# block 1

Fig. 1: block 1, metal 1
(4 px per um) Supply wires on this layer in gray.
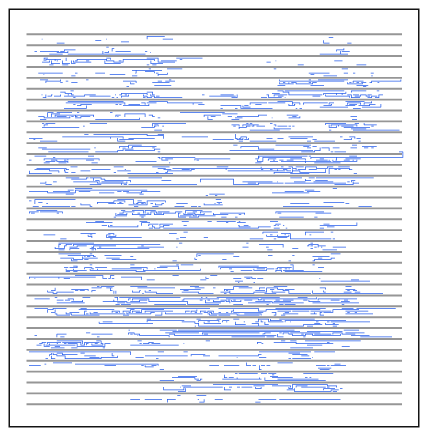
Fig. 2: block 1, the metal 2 layer
(3 px per um) Cells faint in the background.
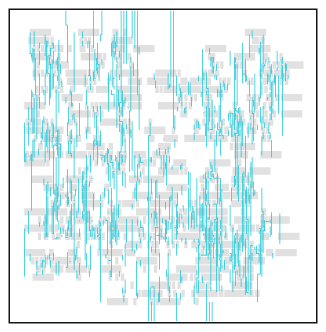
[config.mk]
export PLATFORM = sky130hd
export DESIGN_NAME = keypad_scanner_flat
export DESIGN_NICKNAME = d
export VERILOG_FILES = /design/src/rtl/keypad_scanner_pkg.sv /design/src/rtl/keypad_scanner_if.sv /design/src/rtl/keypad_scanner_sync_2ff.sv /design/src/rtl/keypad_scanner.sv /design/src/flat_wrapper.sv
export SDC_FILE = /design/constraint.sdc
export NUM_CORES = 1
export LEC_CHECK = 0
export ABC_AREA = 1
export CORE_AREA = 4 4 98 100
export DETAILED_ROUTE_END_ITERATION = 16
export DIE_AREA = 0 0 102 104
export DONT_BUFFER_PORTS = 1
export GPL_ROUTABILITY_DRIVEN = 0
export PLACE_DENSITY = 0.55
export SETUP_SLACK_MARGIN = 0.3
export SLEW_MARGIN = 40
export SYNTH_ARGS = -nofsm -noshare
export SYNTH_HDL_FRONTEND = slang
export SYNTH_HIERARCHICAL = 1
export SYNTH_SLANG_ARGS = --single-unit
[constraint.sdc]
create_clock -name clk_100 -period 9 [get_ports clk_100]
set_input_delay 1.8 -clock clk_100 [delete_from_list [all_inputs] [get_ports clk_100]]
set_output_delay 1.8 -clock clk_100 [all_outputs]
set_load 0.02 [all_outputs]
[src/rtl/keypad_scanner_pkg.sv]
// keypad_pkg: shared types and constants for the 4x4 keypad scanner.
//   scan_state_t : debounce FSM states
//   scan_class_t : classification of one complete four-column scan
//   KEYMAP       : hex code per key, indexed {row[1:0], col[1:0]}
//   count_hits   : population count of a 16-bit hit map
package keypad_pkg;

   typedef enum logic [1:0] {
      RELEASED,
      PRESS_WAIT,
      PRESSED,
      RELEASE_WAIT
   } scan_state_t;

   typedef enum logic [1:0] {
      NONE,
      SINGLE,
      MULTI
   } scan_class_t;

   // Element 0 is row 0 / column 0, element 15 is row 3 / column 3.
   localparam logic [15:0][3:0] KEYMAP = {
      4'hD, 4'hE, 4'hF, 4'h0,    // row 3, cols 3..0
      4'hC, 4'h9, 4'h8, 4'h7,    // row 2
      4'hB, 4'h6, 4'h5, 4'h4,    // row 1
      4'hA, 4'h3, 4'h2, 4'h1     // row 0
   };

   function automatic logic [4:0] count_hits(input logic [15:0] hits);
      logic [4:0] n;
      n = 5'd0;
      for (int i = 0; i < 16; i++) begin
         n = n + {4'd0, hits[i]};
      end
      return n;
   endfunction

endpackage

[src/rtl/keypad_scanner_if.sv]
// keypad_scanner_if: user-side signals of the keypad scanner.
//   clear       : synchronous clear of the entry register (into the scanner)
//   key_valid   : one-cycle pulse per accepted press
//   key_code    : hex code of the last accepted key
//   key_pressed : level, high while a debounced key is held
//   value       : 16-bit entry register, newest nibble at the LSB end
// master = the scanner, slave = the consumer.
interface keypad_scanner_if;
   logic        clear;
   logic        key_valid;
   logic [3:0]  key_code;
   logic        key_pressed;
   logic [15:0] value;

   modport master (
      input  clear,
      output key_valid,
      output key_code,
      output key_pressed,
      output value
   );

   modport slave (
      output clear,
      input  key_valid,
      input  key_code,
      input  key_pressed,
      input  value
   );
endinterface

[src/rtl/keypad_scanner_sync_2ff.sv]
// sync_2ff: two-flop synchronizer with a synchronous reset value.
//   clk  : destination clock
//   srst : synchronous active-high reset, loads RESET_VALUE into both flops
//   d    : asynchronous input
//   q    : synchronized output, two cycles behind d
module sync_2ff #(
   parameter int                WIDTH       = 4,
   parameter logic [WIDTH-1:0]  RESET_VALUE = '1
) (
   input  logic             clk,
   input  logic             srst,
   input  logic [WIDTH-1:0] d,
   output logic [WIDTH-1:0] q
);

   logic [WIDTH-1:0] meta_q;
   logic [WIDTH-1:0] sync_q;

   always_ff @(posedge clk) begin
      if (srst) begin
         meta_q <= RESET_VALUE;
         sync_q <= RESET_VALUE;
      end else begin
         meta_q <= d;
         sync_q <= meta_q;
      end
   end

   assign q = sync_q;

endmodule

[src/rtl/keypad_scanner.sv]
// keypad_scanner: scans a 4x4 active-low matrix keypad, debounces whole
// scans and shifts accepted hex codes into a 16-bit entry register.
//   clk_100 : system clock
//   reset   : synchronous active-high reset
//   ROW     : keypad rows, active-low, asynchronous
//   COL     : column strobes, active-low, one-cold
//   kp      : user side (clear in; key_valid, key_code, key_pressed, value out)
module keypad_scanner
   import keypad_pkg::*;
#(
   parameter int SCAN_TICKS     = 100_000,
   parameter int DEBOUNCE_SCANS = 4
) (
   input  logic               clk_100,
   input  logic               reset,
   input  logic [3:0]         ROW,
   output logic [3:0]         COL,
   keypad_scanner_if.master   kp
);

   localparam int              TW        = $clog2(SCAN_TICKS);
   localparam logic [TW-1:0]   TICK_LAST = TW'(SCAN_TICKS - 1);
   localparam int              NW        = $clog2(DEBOUNCE_SCANS + 1);
   localparam logic [NW-1:0]   N_DONE    = NW'(DEBOUNCE_SCANS);

   logic [3:0]  row_sync;

   logic [TW-1:0] tick_q, tick_d;
   logic [1:0]    col_q, col_d;
   logic [15:0]   hit_q, hit_d;
   scan_state_t   state_q, state_d;
   logic [NW-1:0] cnt_q, cnt_d;
   logic [3:0]    cand_q, cand_d;
   logic          key_valid_q, key_valid_d;
   logic [3:0]    key_code_q, key_code_d;
   logic          key_pressed_q, key_pressed_d;
   logic [15:0]   value_q, value_d;

   logic [3:0]  col_onehot;
   logic [15:0] col_hits;
   logic [15:0] scan_hits;
   logic        col_last;
   logic        scan_end;
   scan_class_t scan_class;
   logic [3:0]  scan_code;
   logic        accept;

   sync_2ff #(.WIDTH(4), .RESET_VALUE(4'hF)) u_row_sync (
      .clk  (clk_100),
      .srst (reset),
      .d    (ROW),
      .q    (row_sync)
   );

   assign col_onehot = 4'b0001 << col_q;
   assign COL        = ~col_onehot;
   assign col_last   = (tick_q == TICK_LAST);
   assign scan_end   = col_last && (col_q == 2'd3);

   // Hits seen in the active column, placed at their {row, col} positions.
   for (genvar gi = 0; gi < 4; gi++) begin : g_row
      assign col_hits[gi*4 +: 4] = row_sync[gi] ? 4'b0000 : col_onehot;
   end

   // Column 3 is not yet in hit_q on the scan's last tick, so merge it here.
   assign scan_hits = hit_q | col_hits;

   always_comb begin
      scan_code = 4'h0;
      for (int i = 0; i < 16; i++) begin
         if (scan_hits[i]) begin
            scan_code = KEYMAP[i];
         end
      end
      case (count_hits(scan_hits))
         5'd0:    scan_class = NONE;
         5'd1:    scan_class = SINGLE;
         default: scan_class = MULTI;
      endcase
   end

   // Scan timing and hit accumulation.
   always_comb begin
      tick_d = tick_q + TW'(1);
      col_d  = col_q;
      hit_d  = hit_q;
      if (col_last) begin
         tick_d = '0;
         col_d  = col_q + 2'd1;
         hit_d  = scan_end ? 16'h0000 : scan_hits;
      end
   end

   // Debounce FSM, stepped once per completed scan. MULTI behaves as NONE.
   always_comb begin
      state_d = state_q;
      cnt_d   = cnt_q;
      cand_d  = cand_q;
      accept  = 1'b0;
      if (scan_end) begin
         case (state_q)
            RELEASED: begin
               if (scan_class == SINGLE) begin
                  cand_d = scan_code;
                  cnt_d  = NW'(1);
                  if (DEBOUNCE_SCANS == 1) begin
                     accept  = 1'b1;
                     state_d = PRESSED;
                  end else begin
                     state_d = PRESS_WAIT;
                  end
               end
            end
            PRESS_WAIT: begin
               if (scan_class == SINGLE) begin
                  if (scan_code == cand_q) begin
                     cnt_d = cnt_q + NW'(1);
                     if ((cnt_q + NW'(1)) == N_DONE) begin
                        accept  = 1'b1;
                        state_d = PRESSED;
                     end
                  end else begin
                     cand_d = scan_code;
                     cnt_d  = NW'(1);
                  end
               end else begin
                  state_d = RELEASED;
               end
            end
            PRESSED: begin
               if (scan_class != SINGLE) begin
                  cnt_d = NW'(1);
                  // With single-scan debounce the first NONE already completes the release.
                  state_d = (DEBOUNCE_SCANS == 1) ? RELEASED : RELEASE_WAIT;
               end
            end
            RELEASE_WAIT: begin
               if (scan_class == SINGLE) begin
                  state_d = PRESSED;
               end else begin
                  cnt_d = cnt_q + NW'(1);
                  if ((cnt_q + NW'(1)) == N_DONE) begin
                     state_d = RELEASED;
                  end
               end
            end
            default: state_d = RELEASED;
         endcase
      end
   end

   // Output registers; clear takes priority over a coinciding accept.
   always_comb begin
      key_valid_d   = accept;
      key_code_d    = accept ? scan_code : key_code_q;
      key_pressed_d = (state_d == PRESSED) || (state_d == RELEASE_WAIT);
      value_d       = value_q;
      if (kp.clear) begin
         value_d = 16'h0000;
      end else if (accept) begin
         value_d = {value_q[11:0], scan_code};
      end
   end

   always_ff @(posedge clk_100) begin
      if (reset) begin
         tick_q        <= '0;
         col_q         <= 2'd0;
         hit_q         <= 16'h0000;
         state_q       <= RELEASED;
         cnt_q         <= '0;
         cand_q        <= 4'h0;
         key_valid_q   <= 1'b0;
         key_code_q    <= 4'h0;
         key_pressed_q <= 1'b0;
         value_q       <= 16'h0000;
      end else begin
         tick_q        <= tick_d;
         col_q         <= col_d;
         hit_q         <= hit_d;
         state_q       <= state_d;
         cnt_q         <= cnt_d;
         cand_q        <= cand_d;
         key_valid_q   <= key_valid_d;
         key_code_q    <= key_code_d;
         key_pressed_q <= key_pressed_d;
         value_q       <= value_d;
      end
   end

   assign kp.key_valid   = key_valid_q;
   assign kp.key_code    = key_code_q;
   assign kp.key_pressed = key_pressed_q;
   assign kp.value       = value_q;

endmodule

[src/flat_wrapper.sv]
// flat-port wrapper written by rule: the top's interface ports become plain ports
module keypad_scanner_flat import keypad_pkg::*;
#(
   parameter int SCAN_TICKS     = 100_000,
   parameter int DEBOUNCE_SCANS = 4
)
  (clk_100, reset, ROW, COL, kp_clear, kp_key_valid, kp_key_code, kp_key_pressed, kp_value);
  keypad_scanner_if kp_i ();
  input  logic clk_100;
  input  logic reset;
  input  logic [3:0] ROW;
  output logic [3:0] COL;
  input wire logic [$bits(kp_i.clear)-1:0] kp_clear;
  output wire logic [$bits(kp_i.key_valid)-1:0] kp_key_valid;
  output wire logic [$bits(kp_i.key_code)-1:0] kp_key_code;
  output wire logic [$bits(kp_i.key_pressed)-1:0] kp_key_pressed;
  output wire logic [$bits(kp_i.value)-1:0] kp_value;
  assign kp_i.clear = kp_clear;
  assign kp_key_valid = kp_i.key_valid;
  assign kp_key_code = kp_i.key_code;
  assign kp_key_pressed = kp_i.key_pressed;
  assign kp_value = kp_i.value;
  keypad_scanner #(.SCAN_TICKS(SCAN_TICKS), .DEBOUNCE_SCANS(DEBOUNCE_SCANS)) u_core (.clk_100(clk_100), .reset(reset), .ROW(ROW), .COL(COL), .kp(kp_i));
endmodule
==> GITHUB_STEP_SUMMARY <==
## PnR job results

| Metric | Value |
|---|---|
| Worst r2r dst | u_core/kp.value[4] |
| Synthesized area | 3820 sq um |
| Syn avg cell area | 7.48 sq um |
| Syn nets | 541 |
| Die X-Extent | 102 um |
| Top cells by area | dfxtp_1 (39%), nand2_1 (9.7%), inv_1 (9.0%) |
| Status | finished clean |
| Cell family with most CP delay | adder cells |
| Placed standard-cell area | 3930 sq um |
| Core Util, Final | 47.9% |
| Vias/cell | 4.96 |
| Crit Path Class | flip-flop to flip-flop |
| Slowest stage delay, CP | 0.53 ns |
| # port buffers | 0 |
| GRT Residual Overflow | 0 |
| Critical path cell sequence | inv_1, ha_1, inv_1, o21ai_0, fa_1, inv_1, fa_1, fa_1, fa_1, inv_1, ha_1, inv_1, fa_1, nand2_1, nor4_1, nand2_1, inv_1, nand2_1, nor2_1, nand3_4, nand2_1, nand2_1, nor2_1 |
| Clk root buf | clkbuf_8 |
| Buf/Inv on CP | 6 |
| VDD IR max | 61.4 uV |
| Non-filler cells, final | 629 |
| Xor/xnor share | 0.458% |
| Final hold viol count | 0 |
| Syn. warnings | 6 |
| R2R Setup Slk | 3.05 ns |
| WL per Instance | 13.0 um |
| Crit Reg-Reg Startpoint | u_core/col_q[0] |
| Final net count | 546 |
| Hold buffer count at CTS | 0 |
| Top power group | registers |
| Psw | 0.151 mW |
| Iteration tally of the first detailed-router pass | 4 |
| Hold Crit Start | u_core/u_row_sync/meta_q[1] |
| Hpwl dp | 6180 um |
| Post-synthesis mux area share | 0% |
| PnR worst setup slack | 3.05 ns |
| Synthesis-to-layout area growth | 8.71% |
| Largest area contributor in the netlist | dfxtp_1 |
| Fmax | 168 MHz |
| Worst-Margin Slew | 0.608 ns |
| P_seq | 0.332 mW |
| Clock group power | 0.294 mW |
About Fig. 1:
main direction = horizontal
wire length on this layer = 3860 um
longest straight run = 31.7 um

About Fig. 2:
nets with wire on the layer = 416
wire length on this layer = 3740 um
share of all routed wire = 46%
via count: 3118
drt total wl: 8150 um
met2 Usage GRT: 25.3%

[state kept, by name (all words and copies together), names as in the netlist]
register / flops
u_core/u_row_sync/meta_q: 4
u_core/state_q: 2
u_core/kp.value: 16
u_core/kp.key_code: 4
u_core/hit_q: 16
u_core/col_q: 2
u_core/kp.key_valid: 1
u_core/u_row_sync/q: 4
u_core/cand_q: 4
u_core/cnt_q: 3
u_core/tick_q: 17
u_core/kp.key_pressed: 1
[final cells by class]
type                            count  area, sq um
Sequential cell                    74         1480
Clock inverter                      6         90.1
Clock buffer                       10          138
Multi-Input combinational cell    331         1940
Tap cell                          108          135
Inverter                          100          375
Fill cell                         895         4520

# block 2

Fig. 3: block 2, metal 1
(2 px per um) Supply wires on this layer in gray.
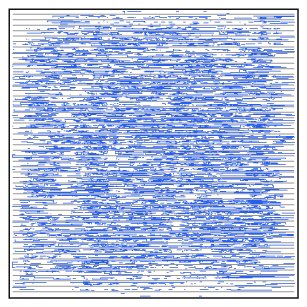
Fig. 4: block 2, the metal 2 layer
(2 px per um) Cells faint in the background.
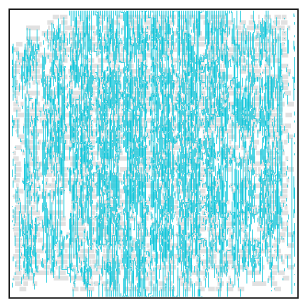
Fig. 5: block 2, the metal 3 layer
(2 px per um)
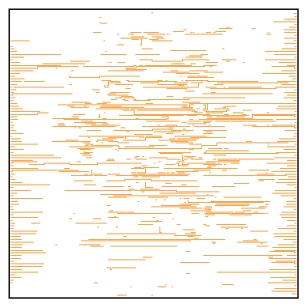
[config.mk]
export PLATFORM = sky130hd
export DESIGN_NAME = id_ex_stage
export DESIGN_NICKNAME = d
export VERILOG_FILES = /design/src/rtl/ex_pkg.sv /design/src/rtl/id_ex_stage_fwd_mux.sv /design/src/rtl/id_ex_stage.sv
export SDC_FILE = /design/constraint.sdc
export NUM_CORES = 1
export LEC_CHECK = 0
export CORE_UTILIZATION = 46
export CTS_BUF_LIST = sky130_fd_sc_hd__clkbuf_8
export CTS_CLUSTER_DIAMETER = 30
export DETAILED_ROUTE_END_ITERATION = 16
export GPL_TIMING_DRIVEN = 0
export HOLD_SLACK_MARGIN = 0.08
export PLACE_DENSITY = 0.83
export SLEW_MARGIN = 30
export SYNTH_ARGS = -nofsm -noshare
export SYNTH_HDL_FRONTEND = slang
export SYNTH_SLANG_ARGS = --single-unit
export TNS_END_PERCENT = 30
[constraint.sdc]
create_clock -name CLK -period 3 [get_ports CLK]
set_input_delay 0.45 -clock CLK [delete_from_list [all_inputs] [get_ports CLK]]
set_output_delay 0.45 -clock CLK [all_outputs]
set_load 0.03 [all_outputs]
[src/rtl/ex_pkg.sv]
// Shared types for the ID/EX stage: ALU function codes, operand-source
// selects and the default datapath width.
package ex_pkg;

  localparam int XLEN    = 32;
  localparam int RADDR_W = 5;

  typedef enum logic [3:0] {
    ALU_ADD  = 4'b0000,
    ALU_SUB  = 4'b1000,
    ALU_OR   = 4'b0110,
    ALU_AND  = 4'b0111,
    ALU_XOR  = 4'b0100,
    ALU_SRL  = 4'b0101,
    ALU_SLL  = 4'b0001,
    ALU_SRA  = 4'b1101,
    ALU_SLT  = 4'b0010,
    ALU_SLTU = 4'b0011,
    ALU_LUI  = 4'b1001
  } alu_fun_t;

  typedef enum logic [1:0] {
    SRCA_RS1  = 2'd0,
    SRCA_PC   = 2'd1,
    SRCA_ZERO = 2'd2,
    SRCA_RSVD = 2'd3
  } srca_sel_t;

  typedef enum logic [1:0] {
    SRCB_RS2  = 2'd0,
    SRCB_IMM  = 2'd1,
    SRCB_FOUR = 2'd2,
    SRCB_RSVD = 2'd3
  } srcb_sel_t;

endpackage

[src/rtl/id_ex_stage_fwd_mux.sv]
// Operand bypass: picks EX/MEM result, then MEM/WB data, then the registered
// regfile value. x0 never matches so it always reads its registered value.
module fwd_mux
  import ex_pkg::*;
#(
  parameter int XLEN    = ex_pkg::XLEN,
  parameter int RADDR_W = ex_pkg::RADDR_W
) (
  input  logic [RADDR_W-1:0] rs_addr_i,
  input  logic [XLEN-1:0]    rs_data_i,
  input  logic [RADDR_W-1:0] mem_rd_addr_i,
  input  logic               mem_reg_write_i,
  input  logic [XLEN-1:0]    mem_result_i,
  input  logic [RADDR_W-1:0] wb_rd_addr_i,
  input  logic               wb_reg_write_i,
  input  logic [XLEN-1:0]    wb_data_i,
  output logic [XLEN-1:0]    fwd_data_o
);

  logic mem_hit;
  logic wb_hit;

  assign mem_hit = mem_reg_write_i && (mem_rd_addr_i != '0) && (mem_rd_addr_i == rs_addr_i);
  assign wb_hit  = wb_reg_write_i  && (wb_rd_addr_i  != '0) && (wb_rd_addr_i  == rs_addr_i);

  always_comb begin
    fwd_data_o = rs_data_i;
    if (mem_hit) begin
      fwd_data_o = mem_result_i;
    end else if (wb_hit) begin
      fwd_data_o = wb_data_i;
    end
  end

endmodule

[src/rtl/id_ex_stage.sv]
// ID/EX pipeline register feeding the ALU: operand bypass, source selection,
// load-use bubble insertion, downstream stall and flush handling.
module id_ex_stage
  import ex_pkg::*;
#(
  parameter int XLEN    = ex_pkg::XLEN,
  parameter int RADDR_W = ex_pkg::RADDR_W
) (
  input  logic               CLK,
  input  logic               RST_N,
  input  logic               ID_VALID,
  input  logic [XLEN-1:0]    ID_PC,
  input  logic [XLEN-1:0]    ID_RS1_DATA,
  input  logic [XLEN-1:0]    ID_RS2_DATA,
  input  logic [XLEN-1:0]    ID_IMM,
  input  logic [RADDR_W-1:0] ID_RS1_ADDR,
  input  logic [RADDR_W-1:0] ID_RS2_ADDR,
  input  logic [RADDR_W-1:0] ID_RD_ADDR,
  input  logic               ID_USES_RS1,
  input  logic               ID_USES_RS2,
  input  logic [3:0]         ID_ALU_FUN,
  input  logic [1:0]         ID_SRCA_SEL,
  input  logic [1:0]         ID_SRCB_SEL,
  input  logic               ID_REG_WRITE,
  input  logic               ID_MEM_READ,
  input  logic [RADDR_W-1:0] MEM_RD_ADDR,
  input  logic               MEM_REG_WRITE,
  input  logic [XLEN-1:0]    MEM_RESULT,
  input  logic [RADDR_W-1:0] WB_RD_ADDR,
  input  logic               WB_REG_WRITE,
  input  logic [XLEN-1:0]    WB_DATA,
  input  logic               STALL_IN,
  input  logic               FLUSH,
  output logic               ID_STALL,
  output logic               EX_VALID,
  output logic [XLEN-1:0]    OP_A,
  output logic [XLEN-1:0]    OP_B,
  output logic [3:0]         ALU_FUN,
  output logic [XLEN-1:0]    EX_RS2_FWD,
  output logic [RADDR_W-1:0] EX_RD_ADDR,
  output logic               EX_REG_WRITE,
  output logic               EX_MEM_READ
);

  typedef struct packed {
    logic               valid;
    logic [XLEN-1:0]    pc;
    logic [XLEN-1:0]    rs1_data;
    logic [XLEN-1:0]    rs2_data;
    logic [XLEN-1:0]    imm;
    logic [RADDR_W-1:0] rs1_addr;
    logic [RADDR_W-1:0] rs2_addr;
    logic [RADDR_W-1:0] rd_addr;
    alu_fun_t           alu_fun;
    srca_sel_t          srca_sel;
    srcb_sel_t          srcb_sel;
    logic               reg_write;
    logic               mem_read;
  } stage_t;

  stage_t          stage_q, stage_d;
  logic [XLEN-1:0] rs1_fwd, rs2_fwd;
  logic            load_use;

  fwd_mux #(.XLEN(XLEN), .RADDR_W(RADDR_W)) u_fwd_rs1 (
    .rs_addr_i      (stage_q.rs1_addr),
    .rs_data_i      (stage_q.rs1_data),
    .mem_rd_addr_i  (MEM_RD_ADDR),
    .mem_reg_write_i(MEM_REG_WRITE),
    .mem_result_i   (MEM_RESULT),
    .wb_rd_addr_i   (WB_RD_ADDR),
    .wb_reg_write_i (WB_REG_WRITE),
    .wb_data_i      (WB_DATA),
    .fwd_data_o     (rs1_fwd)
  );

  fwd_mux #(.XLEN(XLEN), .RADDR_W(RADDR_W)) u_fwd_rs2 (
    .rs_addr_i      (stage_q.rs2_addr),
    .rs_data_i      (stage_q.rs2_data),
    .mem_rd_addr_i  (MEM_RD_ADDR),
    .mem_reg_write_i(MEM_REG_WRITE),
    .mem_result_i   (MEM_RESULT),
    .wb_rd_addr_i   (WB_RD_ADDR),
    .wb_reg_write_i (WB_REG_WRITE),
    .wb_data_i      (WB_DATA),
    .fwd_data_o     (rs2_fwd)
  );

  assign load_use = stage_q.valid && stage_q.mem_read && (stage_q.rd_addr != '0) && ID_VALID &&
                    ((ID_USES_RS1 && (ID_RS1_ADDR == stage_q.rd_addr)) ||
                     (ID_USES_RS2 && (ID_RS2_ADDR == stage_q.rd_addr)));

  assign ID_STALL = STALL_IN | (load_use & ~FLUSH);

  // During a stall the operand data registers track the bypass so a WB
  // retiring mid-stall is still seen once the stall releases.
  always_comb begin
    stage_d = stage_q;
    if (FLUSH) begin
      stage_d = '0;
    end else if (STALL_IN) begin
      stage_d.rs1_data = rs1_fwd;
      stage_d.rs2_data = rs2_fwd;
    end else if (load_use) begin
      stage_d.valid = 1'b0;
    end else begin
      stage_d.valid     = ID_VALID;
      stage_d.pc        = ID_PC;
      stage_d.rs1_data  = ID_RS1_DATA;
      stage_d.rs2_data  = ID_RS2_DATA;
      stage_d.imm       = ID_IMM;
      stage_d.rs1_addr  = ID_RS1_ADDR;
      stage_d.rs2_addr  = ID_RS2_ADDR;
      stage_d.rd_addr   = ID_RD_ADDR;
      stage_d.alu_fun   = alu_fun_t'(ID_ALU_FUN);
      stage_d.srca_sel  = srca_sel_t'(ID_SRCA_SEL);
      stage_d.srcb_sel  = srcb_sel_t'(ID_SRCB_SEL);
      stage_d.reg_write = ID_REG_WRITE;
      stage_d.mem_read  = ID_MEM_READ;
    end
  end

  always_ff @(posedge CLK) begin
    if (!RST_N) begin
      stage_q <= '0;
    end else begin
      stage_q <= stage_d;
    end
  end

  always_comb begin
    OP_A = '0;
    case (stage_q.srca_sel)
      SRCA_RS1: OP_A = rs1_fwd;
      SRCA_PC:  OP_A = stage_q.pc;
      default:  OP_A = '0;
    endcase
  end

  always_comb begin
    OP_B = '0;
    case (stage_q.srcb_sel)
      SRCB_RS2:  OP_B = rs2_fwd;
      SRCB_IMM:  OP_B = stage_q.imm;
      SRCB_FOUR: OP_B = XLEN'(4);
      default:   OP_B = '0;
    endcase
  end

  assign ALU_FUN      = stage_q.alu_fun;
  assign EX_VALID     = stage_q.valid;
  assign EX_RS2_FWD   = rs2_fwd;
  assign EX_RD_ADDR   = stage_q.rd_addr;
  assign EX_REG_WRITE = stage_q.valid & stage_q.reg_write;
  assign EX_MEM_READ  = stage_q.valid & stage_q.mem_read;

endmodule
==> GITHUB_STEP_SUMMARY <==
## PnR job results

| Metric | Value |
|---|---|
| CTS tree | done |
| Post-synth seq share | 33.4% |
| Hold WS | 0.481 ns |
| Vias in the first global route | 11200 |
| Setup violators final | 25 |
| Clock Sinks | 154 |
| Total die size | 20600 sq um |
| Non-clk buf share | 28.6% |
| Compound Share, Synth | 38.6% |
| Boundary Pins | 345 |
| Final ANT Viol Nets | 0 |
| First-pass GRT wire length | 63600 um |
| Failing checks | negative setup slack |
| Cell class with the largest area share | combinational gates |
| Final min period | 3.07 ns |
| Comb area | 6320 sq um |
| Most instantiated logic cell after routing | clkdlybuf4s50_1 |
| Sw frac | 33.6% |
| Plain + repair buffers | 500 |
| Fin crit share | 102% |
| Yosys stat cell total | 1196 |
| Syn. warnings | 0 |
| Status | complete, but fails checks |
| PnR worst setup slack | -0.0719 ns |
| Largest net degree at the start of global routing | 17 |
| Max-area cell share | 33.4% |
| Core Util, Final | 72.9% |
| N_diodes | 2 |
| Final slew viol count | 0 |
| Register Area | 3090 sq um |
| Post-Synthesis Cells | 1196 |
| Max-cap viol count | 0 |
| Min-delay worst type | flip-flop to flip-flop |
| Final net count | 1809 |
| Cell Type Count | 50 |
| Critical path cell sequence | xor2_1, a211oi_2, and2_4, clkbuf_4, a221oi_1, o31ai_1, buf_2 |
| Hold buffer count at CTS | 0 |
| CLK BUF | 19 |
| P_seq | 2.17 mW |
| Commonest cells in the netlist | nand2_1 (190), dfxtp_1 (154), a21oi_1 (123) |
| Cell Int Power | 3.48 mW |
| Syn avg cell area | 7.71 sq um |
| Vias/cell | 6.47 |
| WP data required | 2.55 ns |
| Clock Power Share | 31.1% |
| Setup Total Neg Slack | -0.560 ns |
| Setup Fix Bufs, Post-CTS | 8 |
| Final hold viol count | 0 |
| Buf/Inv on CP | 2 |
| Most numerous cell in the Yosys netlist | nand2_1 |
| Max reg flops | 144 |
About Fig. 3:
nets with wire on the layer = 1601
wire length on this layer = 16300 um
grt met1 use: 49.6%
drt total wl: 44700 um
via count: 12000

About Fig. 4:
main direction = vertical
nets with wire on the layer = 1636
wire length on this layer = 19700 um
share of all routed wire = 44%

About Fig. 5:
longest straight run = 68.1 um
main direction = horizontal

-- kinds of logic (layout without fill, tap and decap cells) --
family	count (synthesis)	after routing
buffers and inverters	145	535
XOR/XNOR	30	30
flip-flops	154	154
AND-OR/OR-AND	500	500
multiplexers	2	2
AND/OR/NAND/NOR	365	365
other	0	2
-- path summary, 6_finish.rpt --
kind	from	end	slack, ns	cells after the start
worst max-delay path	stage_q[24]	OP_A[18]	-0.07	7
worst min-delay path	stage_q[35]	stage_q[35]	0.48	2
worst max register to register	EX_RD_ADDR[4]	stage_q[50]	0.03	8
worst min register to register	stage_q[35]	stage_q[35]	0.48	2

# block 3

Fig. 6: block 3, metal 1
(3 px per um) Supply wires on this layer in gray.
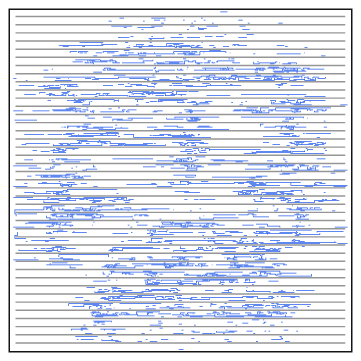
Fig. 7: block 3, the metal 2 layer
(2 px per um) Cells faint in the background.
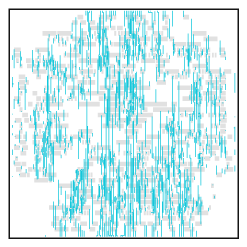
### config.mk
export PLATFORM = sky130hd
export DESIGN_NAME = pipe_stage_reg
export DESIGN_NICKNAME = d
export VERILOG_FILES = /design/src/rtl/pipe_stage_reg.sv
export SDC_FILE = /design/constraint.sdc
export NUM_CORES = 1
export LEC_CHECK = 0
export ABC_AREA = 1
export ABC_CLOCK_PERIOD_IN_PS = 1800
export CAP_MARGIN = 10
export CELL_PAD_IN_SITES_DETAIL_PLACEMENT = 0
export CELL_PAD_IN_SITES_GLOBAL_PLACEMENT = 1
export CORE_MARGIN = 1.5
export CORE_UTILIZATION = 33
export CTS_BUF_LIST = sky130_fd_sc_hd__clkbuf_2 sky130_fd_sc_hd__clkbuf_4 sky130_fd_sc_hd__clkbuf_8
export CTS_CLUSTER_SIZE = 20
export DETAILED_ROUTE_END_ITERATION = 6
export GPL_TIMING_DRIVEN = 1
export PLACE_DENSITY = 0.86
export SLEW_MARGIN = 20
export SYNTH_ARGS = -nofsm -noshare
export SYNTH_HDL_FRONTEND = slang
export SYNTH_SLANG_ARGS = --single-unit
### constraint.sdc
create_clock -name i_clk -period 1.8 [get_ports i_clk]
set_clock_uncertainty 0.05 [all_clocks]
set_input_delay 0.54 -clock i_clk [delete_from_list [all_inputs] [get_ports i_clk]]
set_output_delay 0.54 -clock i_clk [all_outputs]
set_load 0.01 [all_outputs]
### src/rtl/pipe_stage_reg.sv
// Parametrised pipeline stage register with valid/ready handshake, 2-entry skid
// buffer, synchronous flush and a combinational early-forward tap.
// Optional performance counters are enabled by defining PIPE_STAGE_PERF_EN.
module pipe_stage_reg #(
    parameter int DATA_W = 32,
    parameter int CTRL_W = 2,
    parameter int RD_W   = 5
) (
    input  logic              i_clk,
    input  logic              i_reset,
    input  logic              i_flush,
    input  logic              i_valid,
    output logic              o_ready,
    input  logic [CTRL_W-1:0] i_ctrl,
    input  logic [RD_W-1:0]   i_rd,
    input  logic [DATA_W-1:0] i_data,
    output logic              o_valid,
    input  logic              i_ready,
    output logic [CTRL_W-1:0] o_ctrl,
    output logic [RD_W-1:0]   o_rd,
    output logic [DATA_W-1:0] o_data,
    output logic              o_fwd_valid,
    output logic [RD_W-1:0]   o_fwd_rd,
`ifdef PIPE_STAGE_PERF_EN
    output logic [DATA_W-1:0] o_fwd_data,
    output logic [31:0]       o_stall_cnt,
    output logic [31:0]       o_flush_cnt
`else
    output logic [DATA_W-1:0] o_fwd_data
`endif
);

    typedef enum logic [1:0] {
        ST_EMPTY = 2'd0,
        ST_FULL  = 2'd1,
        ST_SKID  = 2'd2
    } state_t;

    state_t              state_r;
    state_t              state_nxt_s;
    logic                valid_r;
    logic                ready_r;
    logic [CTRL_W-1:0]   out_ctrl_r;
    logic [RD_W-1:0]     out_rd_r;
    logic [DATA_W-1:0]   out_data_r;
    logic [CTRL_W-1:0]   skid_ctrl_r;
    logic [RD_W-1:0]     skid_rd_r;
    logic [DATA_W-1:0]   skid_data_r;
    logic                accept_s;
    logic                take_s;
    logic                load_in_s;
    logic                load_skid_s;
    logic                stash_s;

    assign accept_s = i_valid & ready_r;
    assign take_s   = valid_r & i_ready;

    // Next-state and datapath load selection; flush overrides any accept/take.
    always_comb begin
        state_nxt_s = state_r;
        load_in_s   = 1'b0;
        load_skid_s = 1'b0;
        stash_s     = 1'b0;
        if (i_flush) begin
            state_nxt_s = ST_EMPTY;
        end else begin
            case (state_r)
                ST_EMPTY: begin
                    if (accept_s) begin
                        state_nxt_s = ST_FULL;
                        load_in_s   = 1'b1;
                    end else begin
                        state_nxt_s = ST_EMPTY;
                    end
                end
                ST_FULL: begin
                    if (accept_s && take_s) begin
                        state_nxt_s = ST_FULL;
                        load_in_s   = 1'b1;
                    end else if (accept_s) begin
                        state_nxt_s = ST_SKID;
                        stash_s     = 1'b1;
                    end else if (take_s) begin
                        state_nxt_s = ST_EMPTY;
                    end else begin
                        state_nxt_s = ST_FULL;
                    end
                end
                ST_SKID: begin
                    if (take_s) begin
                        state_nxt_s = ST_FULL;
                        load_skid_s = 1'b1;
                    end else begin
                        state_nxt_s = ST_SKID;
                    end
                end
                default: begin
                    state_nxt_s = ST_EMPTY;
                end
            endcase
        end
    end

    // State, handshake flags and entry storage; flush leaves payload registers untouched.
    always_ff @(posedge i_clk) begin
        if (i_reset) begin
            state_r     <= ST_EMPTY;
            valid_r     <= 1'b0;
            ready_r     <= 1'b1;
            out_ctrl_r  <= {CTRL_W{1'b0}};
            out_rd_r    <= {RD_W{1'b0}};
            out_data_r  <= {DATA_W{1'b0}};
            skid_ctrl_r <= {CTRL_W{1'b0}};
            skid_rd_r   <= {RD_W{1'b0}};
            skid_data_r <= {DATA_W{1'b0}};
        end else begin
            state_r <= state_nxt_s;
            valid_r <= (state_nxt_s != ST_EMPTY);
            ready_r <= (state_nxt_s != ST_SKID);
            if (load_in_s) begin
                out_ctrl_r <= i_ctrl;
                out_rd_r   <= i_rd;
                out_data_r <= i_data;
            end else if (load_skid_s) begin
                out_ctrl_r <= skid_ctrl_r;
                out_rd_r   <= skid_rd_r;
                out_data_r <= skid_data_r;
            end
            if (stash_s) begin
                skid_ctrl_r <= i_ctrl;
                skid_rd_r   <= i_rd;
                skid_data_r <= i_data;
            end
        end
    end

    assign o_valid = valid_r;
    assign o_ready = ready_r;
    // Write enables must never leak out on a bubble.
    assign o_ctrl  = out_ctrl_r & {CTRL_W{valid_r}};
    assign o_rd    = out_rd_r;
    assign o_data  = out_data_r;

    assign o_fwd_valid = i_valid & ~i_flush;
    assign o_fwd_rd    = i_rd;
    assign o_fwd_data  = i_data;

`ifdef PIPE_STAGE_PERF_EN
    logic [31:0] stall_cnt_r;
    logic [31:0] flush_cnt_r;

    // Stall and non-empty flush event counters; only reset clears them.
    always_ff @(posedge i_clk) begin
        if (i_reset) begin
            stall_cnt_r <= 32'd0;
            flush_cnt_r <= 32'd0;
        end else begin
            if (valid_r && !i_ready) begin
                stall_cnt_r <= stall_cnt_r + 32'd1;
            end
            if (i_flush && (state_r != ST_EMPTY)) begin
                flush_cnt_r <= flush_cnt_r + 32'd1;
            end
        end
    end

    assign o_stall_cnt = stall_cnt_r;
    assign o_flush_cnt = flush_cnt_r;
`endif

endmodule

==> GITHUB_STEP_SUMMARY <==
## PnR job results

| Metric | Value |
|---|---|
| Syn avg cell area | 6.55 sq um |
| Status | finished clean |
| Comb area | 1540 sq um |
| Clock group power | 1.34 mW |
| Cell family with most CP delay | buffers and inverters |
| GRT busiest layer | met2 |
| WL per Instance | 11.8 um |
| Syn. warnings | 0 |
| Pre-CTS WS | -0.481 ns |
| Log Warnings | 28 |
| All-layer global routing usage | 17.0% |
| # port buffers | 122 |
| R2R Setup Slk | 0.15 ns |
| Most instantiated logic cell after routing | nand2_1 |
| Number of enable flip-flop cells | 0 |
| PnR worst setup slack | 0.0264 ns |
| Relative slew slack | 86.5% |
| VDD IR max | 284 uV |
| Worst-path clk slew | 0.08 ns |
| Cts bufs inserted | 9 |
| Worst Setup Start Kind | input pin |
| M3 GR Usage | 2.23% |
| Vias in the first global route | 3644 |
| Iteration tally of the first detailed-router pass | 4 |
| Clock Sinks | 82 |
| Max H-tree Level | 3 |
| Hold buffer count at CTS | 0 |
| CTS tree | done |
| First-pass GRT wire length | 17500 um |
| Share of layout cells above drive strength 1 | 18.0% |
| P_seq | 1.94 mW |
| Final slew viol count | 0 |
| Row Count | 40 |
| Final ANT Viol Nets | 0 |
| Synth Flop Type | dfxtp_1 |
| Setup Fix Bufs, Post-CTS | 6 |
| Worst-Margin Slew | 0.202 ns |
About Fig. 6:
wire length on this layer = 4540 um
nets with wire on the layer = 720
share of all routed wire = 43%
main direction = horizontal
drt total wl: 10600 um
via count: 3909
grt met1 use: 20.8%

About Fig. 7:
longest straight run = 50.1 um
share of all routed wire = 51%
wire length on this layer = 5340 um
nets with wire on the layer = 601

[sequential cells by signal, summed over array words and instances (netlist names)]
| signal | flops |
|---|---|
| o_rd | 5 |
| state_r | 2 |
| skid_data_r | 32 |
| skid_ctrl_r | 2 |
| o_ready | 1 |
| o_valid | 1 |
| o_data | 32 |
| out_ctrl_r | 2 |
| skid_rd_r | 5 |
[layer usage]
layer | up-vias | routed length [um]
li1 | 2066 | -
met1 | 1738 | 4540
met2 | 97 | 5340
met3 | 8 | 582
met4 | 0 | 102
met5 | - | 0
[cells by family after synthesis]
group,after synthesis
flops,82
simple gates,220
fa+ha+maj,2
buf+inv,195
compound gates,118

# block 4

## src/rtl/edge_period_meter_pkg.sv

```systemverilog
// Shared types and defaults for the edge period meter.
package edge_period_meter_pkg;

  typedef enum logic [1:0] {
    IDLE = 2'b00,
    HIGH = 2'b01,
    LOW  = 2'b10
  } state_e;

  localparam int DEF_CNT_W   = 16;
  localparam int DEF_TIMEOUT = 1000;

endpackage

```

## src/rtl/edge_period_meter_if.sv

```systemverilog
// Edge-pulse inputs and measurement results of the period meter.
interface edge_period_meter_if import edge_period_meter_pkg::*; #(
  parameter int CNT_W = DEF_CNT_W
);

  logic             rise_pulse;
  logic             fall_pulse;
  logic             clear;
  logic [CNT_W-1:0] period;
  logic [CNT_W-1:0] high_time;
  logic             meas_valid;
  logic             edge_err;
  logic             timeout;

  modport master (
    output rise_pulse, fall_pulse, clear,
    input  period, high_time, meas_valid, edge_err, timeout
  );

  modport slave (
    input  rise_pulse, fall_pulse, clear,
    output period, high_time, meas_valid, edge_err, timeout
  );

endinterface

```

## src/rtl/edge_period_meter.sv

```systemverilog
// Measures period and high time of a signal from its edge pulses; flags bad edge order and timeout.
// Latency: results one cycle after the closing rise; no backpressure, strobes are fire-and-forget.
module edge_period_meter import edge_period_meter_pkg::*; #(
  parameter int CNT_W   = DEF_CNT_W,
  parameter int TIMEOUT = DEF_TIMEOUT
) (
  input logic               clk,
  input logic               rst,
  edge_period_meter_if.slave bus
);

  localparam logic [CNT_W-1:0] TO_VAL = CNT_W'(TIMEOUT);
  localparam logic [CNT_W-1:0] ONE    = CNT_W'(1);

  state_e           state_q, state_d;
  logic [CNT_W-1:0] cnt_q, cnt_d;
  logic [CNT_W-1:0] hi_cap_q, hi_cap_d;
  logic [CNT_W-1:0] period_q, period_d;
  logic [CNT_W-1:0] high_q, high_d;
  logic             mv_q, mv_d;
  logic             err_q, err_d;
  logic             to_q, to_d;
  logic             rise, fall, both, expired;
  logic [CNT_W-1:0] cnt_inc;

  assign rise    = bus.rise_pulse;
  assign fall    = bus.fall_pulse;
  assign both    = rise & fall;
  assign expired = (cnt_q == TO_VAL) && !rise && !fall;
  // Saturate so a fall landing exactly at the limit cannot push cnt past TIMEOUT.
  assign cnt_inc = (cnt_q == TO_VAL) ? cnt_q : cnt_q + ONE;

  always_ff @(posedge clk or negedge rst) begin
    if (!rst) state_q <= IDLE;
    else      state_q <= state_d;
  end

  always_comb begin
    state_d = state_q;
    if (bus.clear || both) begin
      state_d = IDLE;
    end else begin
      case (state_q)
        IDLE:    if (rise) state_d = HIGH;
        HIGH:    if (fall) state_d = LOW;
                 else if (expired) state_d = IDLE;
        LOW:     if (rise) state_d = HIGH;
                 else if (fall || expired) state_d = IDLE;
        default: state_d = IDLE;
      endcase
    end
  end

  always_comb begin
    cnt_d    = cnt_q;
    hi_cap_d = hi_cap_q;
    period_d = period_q;
    high_d   = high_q;
    mv_d     = 1'b0;
    err_d    = 1'b0;
    to_d     = to_q;
    if (bus.clear) begin
      cnt_d    = '0;
      hi_cap_d = '0;
      period_d = '0;
      high_d   = '0;
      to_d     = 1'b0;
    end else if (both) begin
      err_d = 1'b1;
    end else begin
      case (state_q)
        IDLE: if (rise) cnt_d = ONE;
        HIGH: begin
          if (rise) begin
            err_d = 1'b1;
            cnt_d = ONE;
          end else begin
            if (fall) hi_cap_d = cnt_q;
            else if (expired) to_d = 1'b1;
            cnt_d = cnt_inc;
          end
        end
        LOW: begin
          if (rise) begin
            period_d = cnt_q;
            high_d   = hi_cap_q;
            mv_d     = 1'b1;
            to_d     = 1'b0;
            cnt_d    = ONE;
          end else if (fall) begin
            err_d = 1'b1;
          end else begin
            if (expired) to_d = 1'b1;
            cnt_d = cnt_inc;
          end
        end
        default: cnt_d = '0;
      endcase
    end
  end

  always_ff @(posedge clk or negedge rst) begin
    if (!rst) begin
      cnt_q    <= '0;
      hi_cap_q <= '0;
      period_q <= '0;
      high_q   <= '0;
      mv_q     <= 1'b0;
      err_q    <= 1'b0;
      to_q     <= 1'b0;
    end else begin
      cnt_q    <= cnt_d;
      hi_cap_q <= hi_cap_d;
      period_q <= period_d;
      high_q   <= high_d;
      mv_q     <= mv_d;
      err_q    <= err_d;
      to_q     <= to_d;
    end
  end

  assign bus.period     = period_q;
  assign bus.high_time  = high_q;
  assign bus.meas_valid = mv_q;
  assign bus.edge_err   = err_q;
  assign bus.timeout    = to_q;

endmodule
```

## src/flat_wrapper.sv

```systemverilog
// flat-port wrapper written by rule: the top's interface ports become plain ports
module edge_period_meter_flat import edge_period_meter_pkg::*;
#(
  parameter int CNT_W   = DEF_CNT_W,
  parameter int TIMEOUT = DEF_TIMEOUT
)
  (clk, rst, bus_rise_pulse, bus_fall_pulse, bus_clear, bus_period, bus_high_time, bus_meas_valid, bus_edge_err, bus_timeout);
  edge_period_meter_if #(.CNT_W(CNT_W)) bus_i ();
  input logic clk;
  input logic rst;
  input wire logic [$bits(bus_i.rise_pulse)-1:0] bus_rise_pulse;
  input wire logic [$bits(bus_i.fall_pulse)-1:0] bus_fall_pulse;
  input wire logic [$bits(bus_i.clear)-1:0] bus_clear;
  output wire logic [$bits(bus_i.period)-1:0] bus_period;
  output wire logic [$bits(bus_i.high_time)-1:0] bus_high_time;
  output wire logic [$bits(bus_i.meas_valid)-1:0] bus_meas_valid;
  output wire logic [$bits(bus_i.edge_err)-1:0] bus_edge_err;
  output wire logic [$bits(bus_i.timeout)-1:0] bus_timeout;
  assign bus_i.rise_pulse = bus_rise_pulse;
  assign bus_i.fall_pulse = bus_fall_pulse;
  assign bus_i.clear = bus_clear;
  assign bus_period = bus_i.period;
  assign bus_high_time = bus_i.high_time;
  assign bus_meas_valid = bus_i.meas_valid;
  assign bus_edge_err = bus_i.edge_err;
  assign bus_timeout = bus_i.timeout;
  edge_period_meter #(.CNT_W(CNT_W), .TIMEOUT(TIMEOUT)) u_core (.clk(clk), .rst(rst), .bus(bus_i));
endmodule
```

## config.mk

```make
export PLATFORM = sky130hd
export DESIGN_NAME = edge_period_meter_flat
export DESIGN_NICKNAME = d
export VERILOG_FILES = /design/src/rtl/edge_period_meter_pkg.sv /design/src/rtl/edge_period_meter_if.sv /design/src/rtl/edge_period_meter.sv /design/src/flat_wrapper.sv
export SDC_FILE = /design/constraint.sdc
export NUM_CORES = 1
export LEC_CHECK = 0
export CORE_MARGIN = 1
export CORE_UTILIZATION = 40
export CTS_BUF_LIST = sky130_fd_sc_hd__clkbuf_16
export DETAILED_ROUTE_END_ITERATION = 16
export PLACE_DENSITY_LB_ADDON = 0.12
export SLEW_MARGIN = 20
export SYNTH_ARGS = -nofsm -noshare
export SYNTH_HDL_FRONTEND = slang
export SYNTH_SLANG_ARGS = --single-unit
```

## constraint.sdc

```tcl
create_clock -name clk -period 3.04 [get_ports clk]
set_clock_uncertainty 0.15 [all_clocks]
set_input_delay 0.608 -clock clk [delete_from_list [all_inputs] [get_ports clk]]
set_output_delay 0.608 -clock clk [all_outputs]
set_load 0.005 [all_outputs]
```

Fig. 8: block 4, metal 1
(4 px per um) Supply wires on this layer in gray.
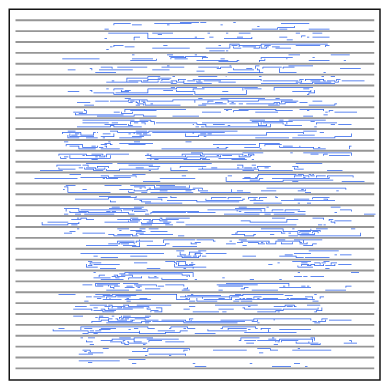
nets with wire on the layer = 353
main direction = horizontal
wire length on this layer = 3640 um
longest straight run = 27.6 um
share of all routed wire = 48%
drt total wl: 7560 um
via count: 2628

Fig. 9: block 4, the metal 2 layer
(3 px per um) Cells faint in the background.
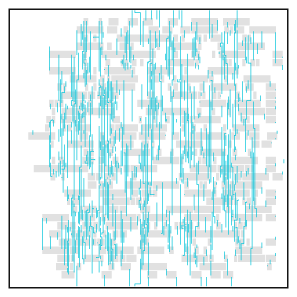
share of all routed wire = 47%
longest straight run = 39.6 um

==> GITHUB_STEP_SUMMARY <==
## PnR job results

| Metric | Value |
|---|---|
| Log Warnings | 30 |
| Clock Sinks | 69 |
| Nonclk inv count | 7 |
| Status | finished clean |
| Hold buffer count at CTS | 0 |
| Post-synthesis register bit count | 69 |
| Logic gate share of total power | 7.7% |
| Crit. End Element | flip-flop |
| Iteration tally of the first detailed-router pass | 4 |
| Cell Type Count | 44 |
| Clock group power | 0.991 mW |
| Final hold viol count | 0 |
| Worst Path Arrival | 2.38 ns |
| Final slew viol count | 0 |
| Most numerous cell in the Yosys netlist | nand2_1 |
| Register Area | 1730 sq um |
| Setup Fix Bufs, Post-CTS | 0 |
| Most instantiated logic cell after routing | nand2_1 |
| R2R Setup Slk | 0.80 ns |
| Syn. warnings | 0 |
| Top non-seq family | simple AND/OR/NAND/NOR gates |
| Crit path max-delay cell type | clkdlybuf4s50_1 |
| Post-synth seq share | 52.9% |
| Total die size | 8520 sq um |
| Crit Reg-Reg Startpoint | u_core.cnt_q[0] |
| All-layer global routing usage | 19.4% |
| Worst Setup Start Kind | input pin |
| WP data required | 3.10 ns |
| Plain + repair buffers | 45 |
| Boundary Pins | 40 |
| Buf/Inv on CP | 2 |
| M3 GR Usage | 4.19% |
| Flop share of the area | 43.4% |
| Chip Area, Yosys | 3260 sq um |
| Largest area contributor in the netlist | dfrtp_1 |
| Syn nets | 369 |
| Maximum clock insertion buffer count | 2 |
| CP Max Fanout | 10 |
| Die height | 92.3 um |
| Leak | 1.66 nW |
| CLK BUF | 9 |
| Core Util, Final | 51.0% |
| DRT iter0 DRCs | 133 |
| First-pass GRT wire length | 12800 um |
| Min-delay worst type | input pin to asynchronous set/reset pin |
| Metal3 WL | 258 um |
| # port buffers | 39 |
| Relative slew slack | 53.9% |
| Non-clk buf share | 10.7% |
| Critical path cell sequence | clkdlybuf4s50_1, inv_2, a21oi_1, or3_1, o22ai_1, mux2_2 |
| GRT busiest layer | met2 |
| VDD IR max | 248 uV |
| Fmax | 431 MHz |
| Cell Int Power | 1.60 mW |
| Core Box Area | 7810 sq um |
| Registers | 69 |
| Overall power | 2.10 mW |
| Clk root buf | clkbuf_16 |
| Tapcell count | 102 |
| Row Count | 32 |
worst register-to-register path, stage by stage, from the launching register on:
cell     delay (ns)
dfrtp_1        0.49
inv_1          0.11
ha_1           0.14
nor4b_4        0.24
nand4_4        0.19
o21ai_2        0.50
o21ai_0        0.20
o41ai_1        0.10
stage by stage:
stage               hold WS, ns  worst slack (ns)  std cells  area (sq um)
CTS                      0.0808             0.729        497          3980
floorplan                 0.162              1.00        358          3260
global route             0.0953             0.611        497          3980
finish                   0.0691             0.720        497          3980
detailed placement        0.359             0.390        482          3700
global placement          0.356             0.446        482          3700


==> screenshots <==
Metal 4.
Plate I
(4 px per um) Supply wires on this layer in gray.
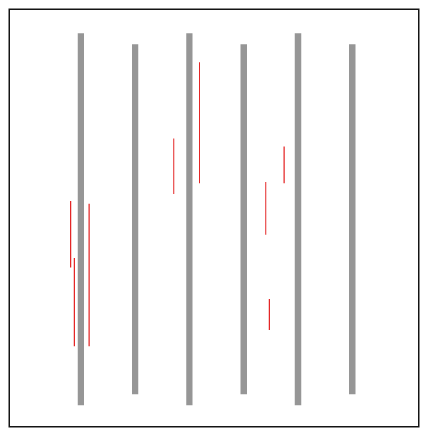
Plate II
(4 px per um) Supply wires on this layer in gray.
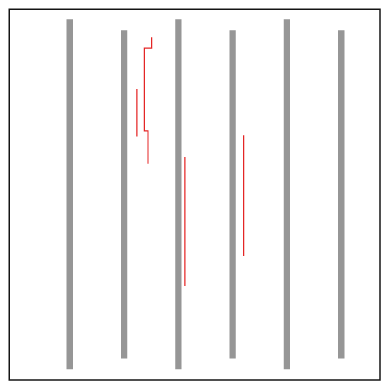
Plate III
(2 px per um) Supply wires on this layer in gray.
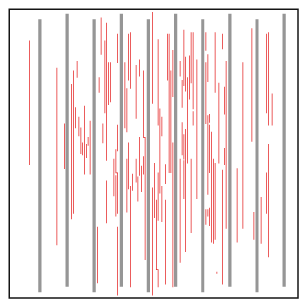
The one with the smallest die is Plate II.
The one with the largest die is Plate III.
- block 2 = Plate III
- block 1 = Plate I
- block 4 = Plate II


==> notes/layouts.md <==
Pictures saved along the way, in no particular order.

The metal 3 layer.
picture 1
(4 px per um)
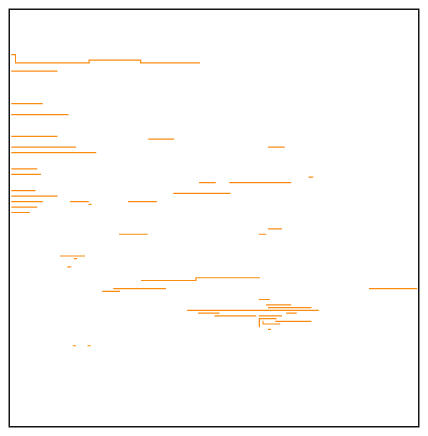
picture 2
(3 px per um)
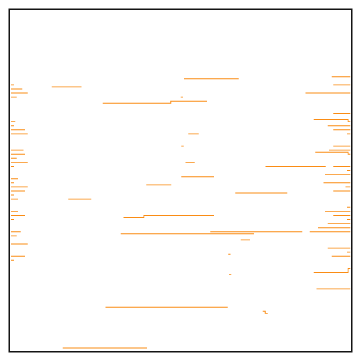
picture 3
(4 px per um)
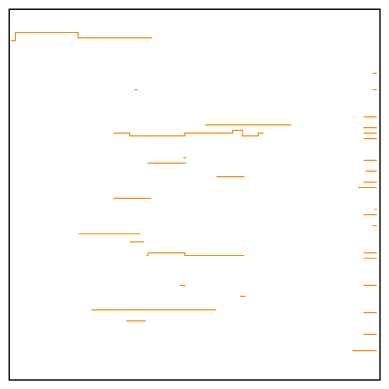
- picture 1 = block 1
- picture 2 = block 3
- picture 3 = block 4
- largest die: picture 2
- smallest die: picture 3

Key to picture 1:
longest straight run = 32.7 um
nets with wire on the layer = 33

No activity file was given, so power comes from the tool's default toggle rates.
